# instr_enc

### Routing congestion, instr_enc

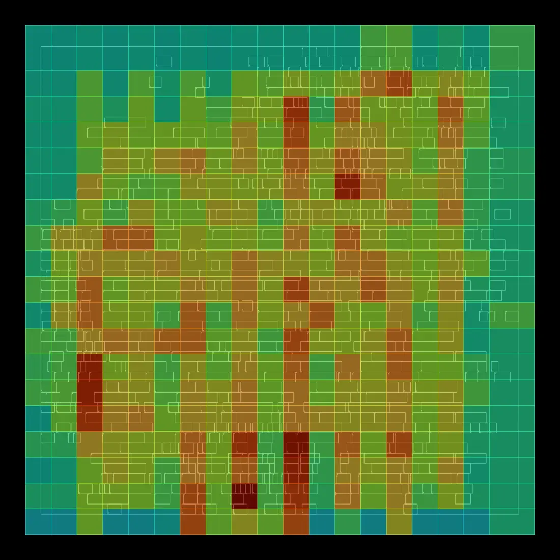

## config.mk

```make
export PLATFORM = sky130hd
export DESIGN_NAME = instr_enc
export DESIGN_NICKNAME = d
export VERILOG_FILES = /design/src/rtl/instr_enc_pkg.sv /design/src/rtl/instr_enc_sync_fifo.sv /design/src/rtl/instr_enc.sv
export SDC_FILE = /design/constraint.sdc
export NUM_CORES = 1
export LEC_CHECK = 0
export CAP_MARGIN = 10
export CORE_MARGIN = 4
export CORE_UTILIZATION = 40
export DETAILED_ROUTE_END_ITERATION = 8
export PLACE_DENSITY = 0.61
export SYNTH_ARGS = -nofsm -noshare
export SYNTH_HDL_FRONTEND = slang
export SYNTH_SLANG_ARGS = --single-unit
```

## constraint.sdc

```tcl
create_clock -name clk -period 2.75 [get_ports clk]
set_clock_uncertainty 0.15 [all_clocks]
set_input_delay 0.825 -clock clk [delete_from_list [all_inputs] [get_ports clk]]
set_output_delay 0.825 -clock clk [all_outputs]
set_load 0.005 [all_outputs]
```

## src/rtl/instr_enc_pkg.sv

```systemverilog
// rtl/instr_enc_pkg.sv - shared format codes, opcode fields and immediate limits for instr_enc
package instr_enc_pkg;

    typedef enum logic [2:0] {
        FMT_R = 3'd0,
        FMT_I = 3'd1,
        FMT_S = 3'd2,
        FMT_B = 3'd3,
        FMT_U = 3'd4,
        FMT_J = 3'd5
    } fmt_e;

    // opcode[6:2]; the low two bits are always 2'b11 for RV32I
    localparam logic [4:0] LOAD   = 5'b00000;
    localparam logic [4:0] STORE  = 5'b01000;
    localparam logic [4:0] BRANCH = 5'b11000;
    localparam logic [4:0] JALR   = 5'b11001;
    localparam logic [4:0] JAL    = 5'b11011;
    localparam logic [4:0] LUI    = 5'b01101;
    localparam logic [4:0] AUIPC  = 5'b00101;
    localparam logic [4:0] OP_IMM = 5'b00100;
    localparam logic [4:0] OP     = 5'b01100;
    localparam logic [4:0] SYSTEM = 5'b11100;

    localparam int IMM12_MIN = -2048;
    localparam int IMM12_MAX = 2047;
    localparam int IMM13_MIN = -4096;
    localparam int IMM13_MAX = 4094;
    localparam int IMM21_MIN = -1048576;
    localparam int IMM21_MAX = 1048574;

    localparam int ENTRY_W = 33;

endpackage

```

## src/rtl/instr_enc_sync_fifo.sv

```systemverilog
// rtl/instr_enc_sync_fifo.sv - single-clock FIFO holding encoded words for instr_enc
module sync_fifo #(
    parameter int WIDTH = 33,
    parameter int DEPTH = 4
) (
    input  logic             clk,
    input  logic             rst_n,
    input  logic             push,
    input  logic [WIDTH-1:0] wdata,
    input  logic             pop,
    output logic [WIDTH-1:0] rdata,
    output logic             full,
    output logic             empty
);

    localparam int AW = $clog2(DEPTH);

    logic [WIDTH-1:0] mem [DEPTH];
    logic [AW-1:0]    wptr;
    logic [AW-1:0]    rptr;
    logic [AW:0]      count;

    assign full  = (count == (AW+1)'(DEPTH));
    assign empty = (count == '0);
    // an empty FIFO presents zero so stale storage never leaks out
    assign rdata = empty ? '0 : mem[rptr];

    always_ff @(posedge clk) begin
        if (push) begin
            mem[wptr] <= wdata;
        end
    end

    // DEPTH is a power of two, so pointers wrap by natural overflow
    always_ff @(posedge clk or negedge rst_n) begin
        if (!rst_n) begin
            wptr  <= '0;
            rptr  <= '0;
            count <= '0;
        end else begin
            if (push) wptr <= wptr + 1'b1;
            if (pop)  rptr <= rptr + 1'b1;
            case ({push, pop})
                2'b10:   count <= count + 1'b1;
                2'b01:   count <= count - 1'b1;
                default: count <= count;
            endcase
        end
    end

endmodule

```

## src/rtl/instr_enc.sv

```systemverilog
// rtl/instr_enc.sv - RV32I instruction field encoder with output FIFO
// Optional immediate range checking enabled by macro INSTR_ENC_IMM_CHECK_EN.
module instr_enc
    import instr_enc_pkg::*;
#(
    parameter int DEPTH = 4
) (
    input  logic        clk,
    input  logic        rst_n,
    input  logic        in_valid,
    output logic        in_ready,
    input  logic [2:0]  in_fmt,
    input  logic [4:0]  in_sopcode,
    input  logic [4:0]  in_rd,
    input  logic [4:0]  in_rs1,
    input  logic [4:0]  in_rs2,
    input  logic [2:0]  in_funct3,
    input  logic [6:0]  in_funct7,
    input  logic [31:0] in_imm,
    output logic        out_valid,
    input  logic        out_ready,
    output logic [31:0] out_instr,
    output logic        out_err,
    output logic [15:0] enc_cnt
);

    logic [6:0]         opcode;
    logic [31:0]        word;
    logic               err;
    logic               push;
    logic               pop;
    logic               full;
    logic               empty;
    logic [ENTRY_W-1:0] head;

    assign opcode = {in_sopcode, 2'b11};

    always_comb begin
        word = '0;
        err  = 1'b0;
        case (in_fmt)
            FMT_R: word = {in_funct7, in_rs2, in_rs1, in_funct3, in_rd, opcode};
            FMT_I: word = {in_imm[11:0], in_rs1, in_funct3, in_rd, opcode};
            FMT_S: word = {in_imm[11:5], in_rs2, in_rs1, in_funct3, in_imm[4:0], opcode};
            FMT_B: word = {in_imm[12], in_imm[10:5], in_rs2, in_rs1, in_funct3,
                           in_imm[4:1], in_imm[11], opcode};
            FMT_U: word = {in_imm[31:12], in_rd, opcode};
            FMT_J: word = {in_imm[20], in_imm[10:1], in_imm[11], in_imm[19:12], in_rd, opcode};
            default: begin
                word = '0;
                err  = 1'b1;
            end
        endcase
`ifdef INSTR_ENC_IMM_CHECK_EN
        // flag values that do not survive truncation; the truncated word is still emitted
        case (in_fmt)
            FMT_I, FMT_S: if ($signed(in_imm) < IMM12_MIN || $signed(in_imm) > IMM12_MAX) err = 1'b1;
            FMT_B: if ($signed(in_imm) < IMM13_MIN || $signed(in_imm) > IMM13_MAX || in_imm[0]) err = 1'b1;
            FMT_J: if ($signed(in_imm) < IMM21_MIN || $signed(in_imm) > IMM21_MAX || in_imm[0]) err = 1'b1;
            FMT_U: if (in_imm[11:0] != 12'd0) err = 1'b1;
            default: ;
        endcase
`endif
    end

    assign out_valid = !empty;
    assign pop       = out_valid && out_ready;
    assign in_ready  = !full || pop;
    assign push      = in_valid && in_ready;
    assign out_instr = head[31:0];
    assign out_err   = head[32];

    sync_fifo #(
        .WIDTH (ENTRY_W),
        .DEPTH (DEPTH)
    ) u_fifo (
        .clk   (clk),
        .rst_n (rst_n),
        .push  (push),
        .wdata ({err, word}),
        .pop   (pop),
        .rdata (head),
        .full  (full),
        .empty (empty)
    );

    always_ff @(posedge clk or negedge rst_n) begin
        if (!rst_n) begin
            enc_cnt <= '0;
        end else if (push) begin
            enc_cnt <= enc_cnt + 16'd1;
        end
    end

endmodule

```

# seq_det_prog

==> src/rtl/seq_det_pkg.sv <==
// Shared types and constants for the programmable sequence detector.
// Defaults reproduce the legacy fixed 1010 overlapping detector.
package seq_det_pkg;

    localparam int          PAT_W_MAX   = 16;
    localparam logic [15:0] DEF_PAT     = 16'h000A;
    localparam logic        DEF_OVL     = 1'b1;

    typedef enum logic {
        NON_OVL = 1'b0,
        OVL     = 1'b1
    } ovl_mode_e;

    typedef enum logic {
        FILLING,
        ARMED
    } arm_state_e;

endpackage

==> src/rtl/sat_counter.sv <==
// Saturating up-counter; a synchronous clear wins over a coincident increment.
// Used as the match counter of seq_det_prog.
module sat_counter #(
    parameter int W = 8
) (
    input  logic         clk,
    input  logic         rst,
    input  logic         inc,
    input  logic         clr,
    output logic [W-1:0] q
);

    always_ff @(posedge clk or posedge rst) begin
        if (rst) begin
            q <= '0;
        end else if (clr) begin
            q <= '0;
        end else if (inc && (q != '1)) begin
            q <= q + W'(1);
        end
    end

endmodule

==> src/rtl/seq_det_prog.sv <==
// Run-time programmable serial sequence detector with overlap control,
// input qualification and a saturating match counter.
module seq_det_prog
    import seq_det_pkg::*;
#(
    parameter int               PAT_W       = 4,
    parameter logic [PAT_W-1:0] DEFAULT_PAT = DEF_PAT[PAT_W-1:0],
    parameter logic             DEFAULT_OVL = DEF_OVL,
    parameter int               CNT_W       = 8
) (
    input  logic             clk,
    input  logic             rst,
    input  logic             x,
    input  logic             in_valid,
    input  logic             cfg_wr,
    input  logic [PAT_W-1:0] cfg_pattern,
    input  logic             cfg_ovl,
    input  logic             cnt_clr,
    output logic             out,
    output logic [CNT_W-1:0] match_cnt,
    output logic [PAT_W-1:0] cfg_pattern_q
);

    localparam int             FW     = $clog2(PAT_W + 1);
    localparam logic [FW-1:0]  FULL   = FW'(PAT_W);
    localparam logic [FW-1:0]  ARM_AT = FW'(PAT_W - 1);

    logic [PAT_W-1:0] pattern;
    ovl_mode_e        ovl;
    // Only the newest PAT_W-1 bits are kept; the full window is nxt.
    logic [PAT_W-2:0] hist;
    logic [PAT_W-1:0] nxt;
    logic [FW-1:0]    fill;
    logic [FW-1:0]    fill_d;
    arm_state_e       state;
    arm_state_e       state_d;
    logic             hit;

    always_ff @(posedge clk or posedge rst) begin
        if (rst) begin
            state <= FILLING;
        end else begin
            state <= state_d;
        end
    end

    always_comb begin
        fill_d = fill;
        if (cfg_wr) begin
            fill_d = '0;
        end else if (in_valid) begin
            if (hit && (ovl == NON_OVL)) begin
                fill_d = '0;
            end else if (fill != FULL) begin
                fill_d = fill + FW'(1);
            end
        end
        state_d = (fill_d >= ARM_AT) ? ARMED : FILLING;
    end

    always_comb begin
        nxt = {hist, x};
        hit = (state == ARMED) && in_valid && !cfg_wr
              && (nxt == pattern);
    end

    always_ff @(posedge clk or posedge rst) begin
        if (rst) begin
            pattern <= DEFAULT_PAT;
            ovl     <= ovl_mode_e'(DEFAULT_OVL);
            hist    <= '0;
            fill    <= '0;
            out     <= 1'b0;
        end else begin
            out  <= hit;
            fill <= fill_d;
            if (cfg_wr) begin
                pattern <= cfg_pattern;
                ovl     <= ovl_mode_e'(cfg_ovl);
                hist    <= '0;
            end else if (in_valid) begin
                hist <= nxt[PAT_W-2:0];
            end
        end
    end

    sat_counter #(
        .W (CNT_W)
    ) u_cnt (
        .clk (clk),
        .rst (rst),
        .inc (hit),
        .clr (cnt_clr),
        .q   (match_cnt)
    );

    assign cfg_pattern_q = pattern;

endmodule

==> config.mk <==
export PLATFORM = sky130hd
export DESIGN_NAME = seq_det_prog
export DESIGN_NICKNAME = d
export VERILOG_FILES = /design/src/rtl/seq_det_pkg.sv /design/src/rtl/sat_counter.sv /design/src/rtl/seq_det_prog.sv
export SDC_FILE = /design/constraint.sdc
export NUM_CORES = 1
export LEC_CHECK = 0
export CORE_MARGIN = 1
export CORE_UTILIZATION = 42
export CTS_BUF_LIST = sky130_fd_sc_hd__clkbuf_16
export DETAILED_ROUTE_END_ITERATION = 8
export GPL_TIMING_DRIVEN = 0
export PLACE_DENSITY = 0.68
export SLEW_MARGIN = 30
export SYNTH_ARGS = -nofsm -noshare
export SYNTH_HDL_FRONTEND = slang
export SYNTH_SLANG_ARGS = --single-unit
==> constraint.sdc <==
create_clock -name clk -period 1.9 [get_ports clk]
set_clock_uncertainty 0.1 [all_clocks]
set_input_delay 0.57 -clock clk [delete_from_list [all_inputs] [get_ports clk]]
set_output_delay 0.57 -clock clk [all_outputs]
set_load 0.1 [all_outputs]
### Pin map, seq_det_prog

Pins as bars across the die edge, other pins in gray.
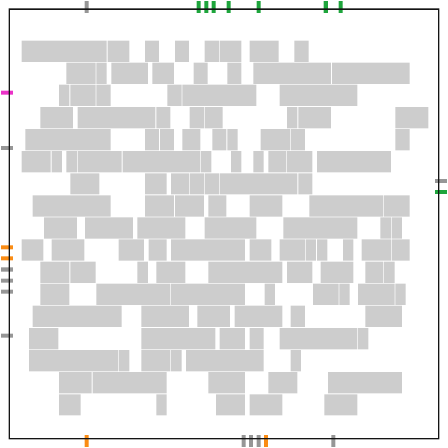
Key: match_cnt = green [pins 8, direction output, edge 7 top, 1 right]; clk = magenta [pins 1, direction input, edge left]; cfg_pattern_q = orange [pins 4, direction output, edge 2 left, 2 bottom]
die height: 52.68 um
Die Wd: 52.68 um
PortBufs: 21

==> out/results.tsv, seq_det_prog <==
stage	metric	value	unit
outcome	status	completed	
pwr	Logic power comb	0.187	mW
sta	Final Max Tran Viols	0	
final_layout	top cell category	sequential cells	
setup_path	kind of critical path	reg -> out	
final_layout	clkbuf count	3	
pwr	Seq pwr share	44.2	%
synth	top_reg_cell synth	dfrtp_1	
pwr	Internal Power	0.8185	mW
sta	worst-margin pin slew	794.5	ps
final_layout	share of cells above drive strength 1	40.63	%
final_layout	post-route cell area	1458	um2
synth	yosys warns	0	
clock_tree	setup bufs post-CTS	2	
setup_path	cell count along the critical path	1	
sta	achievable clock frequency	532.4	MHz
routing	DRT iter0 DRCs	13	
final_layout	area occupied by registers	554.3	um2
final_layout	Signal buf overhead	16.65	%
die	FP Util	46.52	%
final_layout	Most flops, register	u_cnt.q	
setup_path	reg-to-reg startpoint	u_cnt.q[1]$_DFFE_PP0P_	
grt	total gr overflow	0	
grt	first-pass GRT wire length	3808	um
final_layout	most numerous logic cell after layout	nor2_1	
clock_tree	post-cts repair resize count	52	
hold_path	Hold WC Path Type	reg -> reg	
final_layout	Gate Area	528.0	um2
setup_path	R2R Setup Slk	100	ps
placed_design	placed cell areas	1364	um2
synth	Post-Syn Instances	100	
sta	final setup margin	21.79	ps
sta	RSZ-0062 raised after global routing	yes	
final_layout	Comb gates	70	
setup_path	Crit. End Element	output port	
final_layout	fin nets	143	
### M4 wires, instr_enc

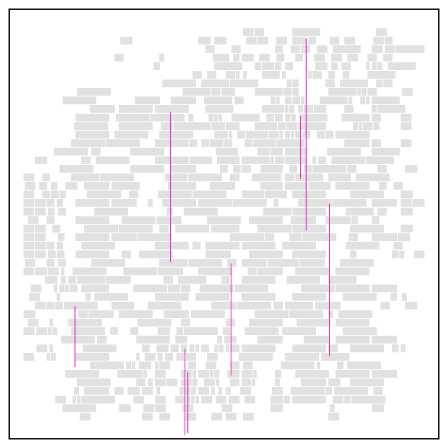
The longest straight run is 60.5 um. The layer carries 277 um of wire.

## Picture notes: 'Routing congestion' of instr_enc
final core occ: 57.76%
GRT met3 Usage: 3.812%
met1 Track Usage GR: 20.44%
drt wl/cell: 18.82 um

==> out/results.tsv, instr_enc <==
stage	metric	value	unit
outcome	status	finished with violations	
outcome	failing checks	negative setup slack	
die	Die Wd	136.2	um
final_layout	area occupied by registers	4420	um2
grt	initial antenna violation count	0	
final_layout	Gate Area	2044	um2
grt	pin count of the biggest net entering global routing	33	
synth	xor/xnor share	2.530	%
synth	Yosys chip area	6576	um2
clock_tree	clk latency of the worst-skew pair	420	ps
pwr	Pwr top	combinational cells	
setup_path	reg-to-reg startpoint	u_fifo.count[0]$_DFFE_PN0P_	
pwr	Seq power	3.21	mW
setup_path	R2R Setup Slk	490	ps
pwr	Static Leakage	3.444	nW
sta	final hold viol count	0	
sta	Final Setup Violations	33	
grt	Top Usage Layer GRT	met2	
final_layout	fillers	1303	
synth	multiplexer area fraction after synthesis	12.33	%
setup_path	Critical Path AT	1940	ps
final_layout	post-route cell area	9241	um2
die	num ports	120	
placed_design	routability cong.	0.8206	
die	die height	136.2	um
pwr	Max IR drop VDD	0.5264	mV
clock_tree	CTS Sinks	151	
pwr	Total Power	9.481	mW
grt	total gr overflow	0	
clock_tree	setup bufs post-CTS	12	
sta	final setup margin	-165.3	ps
synth	Distinct cells, synth	40	
run	MaxCap Viol Count	0	
synth	most frequent cells after synthesis	128 x edfxtp_1, 38 x and2_1, 32 x mux4_2	
pwr	Seq pwr share	33.8	%
setup_path	critical path cell sequence	buf_12, buf_12, buf_12, mux4_2, and2_1, buf_2	
grt	GRT Total Usage	17.08	%
synth	Synth area leader	edfxtp_1	
routing	TritonRoute pass-1 iters	4	

==> notes/layouts.md <==
Pictures saved along the way, in no particular order.

Clock distribution.
Plate I
Bar = 20 um.
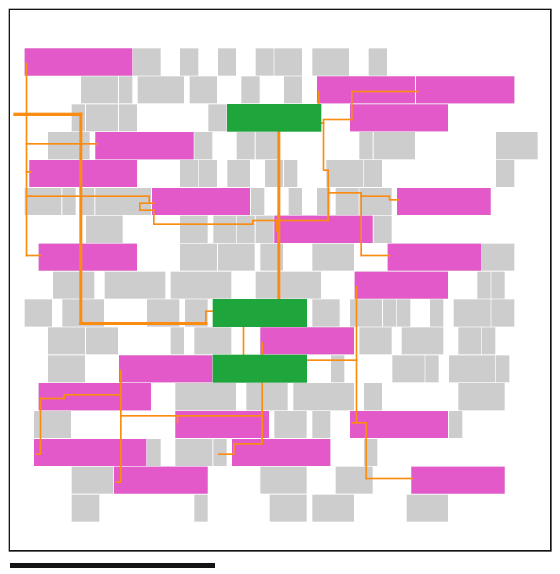
Plate II
Bar = 50 um.
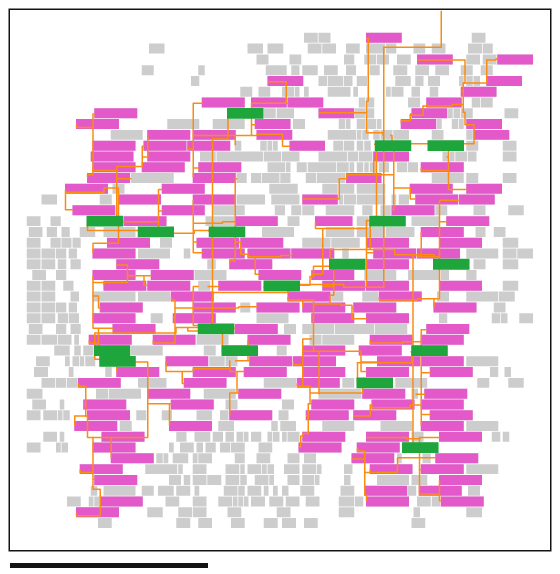
Plate I comes from seq_det_prog.
Plate II comes from instr_enc.
The one with the most sequential cells is Plate II.
The one with the largest die is Plate II.

Key to Plate I:
Key: clock wires = orange [length 271 um]; flip-flops = magenta [count 21]; cells driving clock nets = green [count 3]
There are 4 routed clock nets.



## Gallery

Where the registers sit.
Other sequential cells in the stronger gray, the rest of the logic in the fainter gray.
picture 1
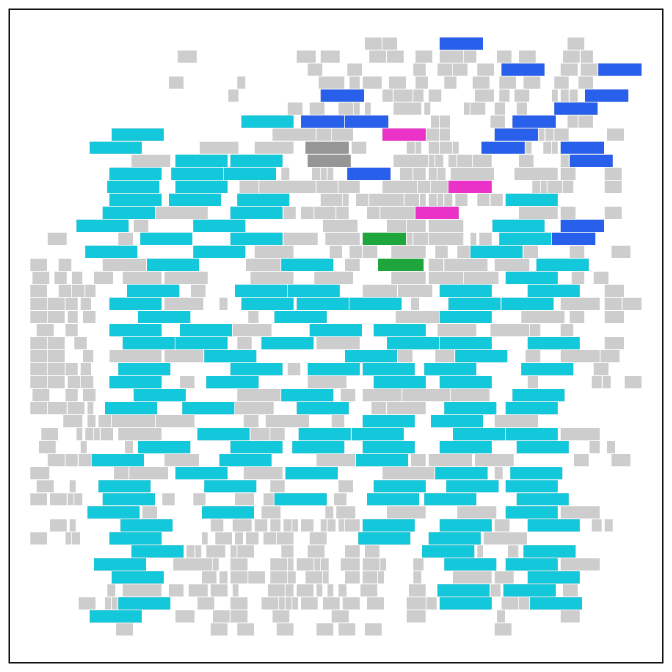
picture 2
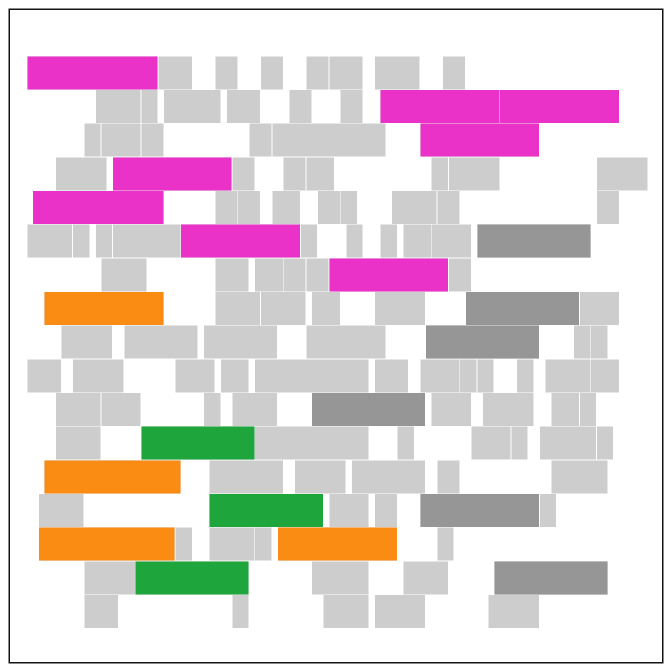
picture 1 -> instr_enc
picture 2 -> seq_det_prog
Of these, most cells: picture 1
Of these, most sequential cells: picture 1

No activity file was given, so power comes from the tool's default toggle rates.
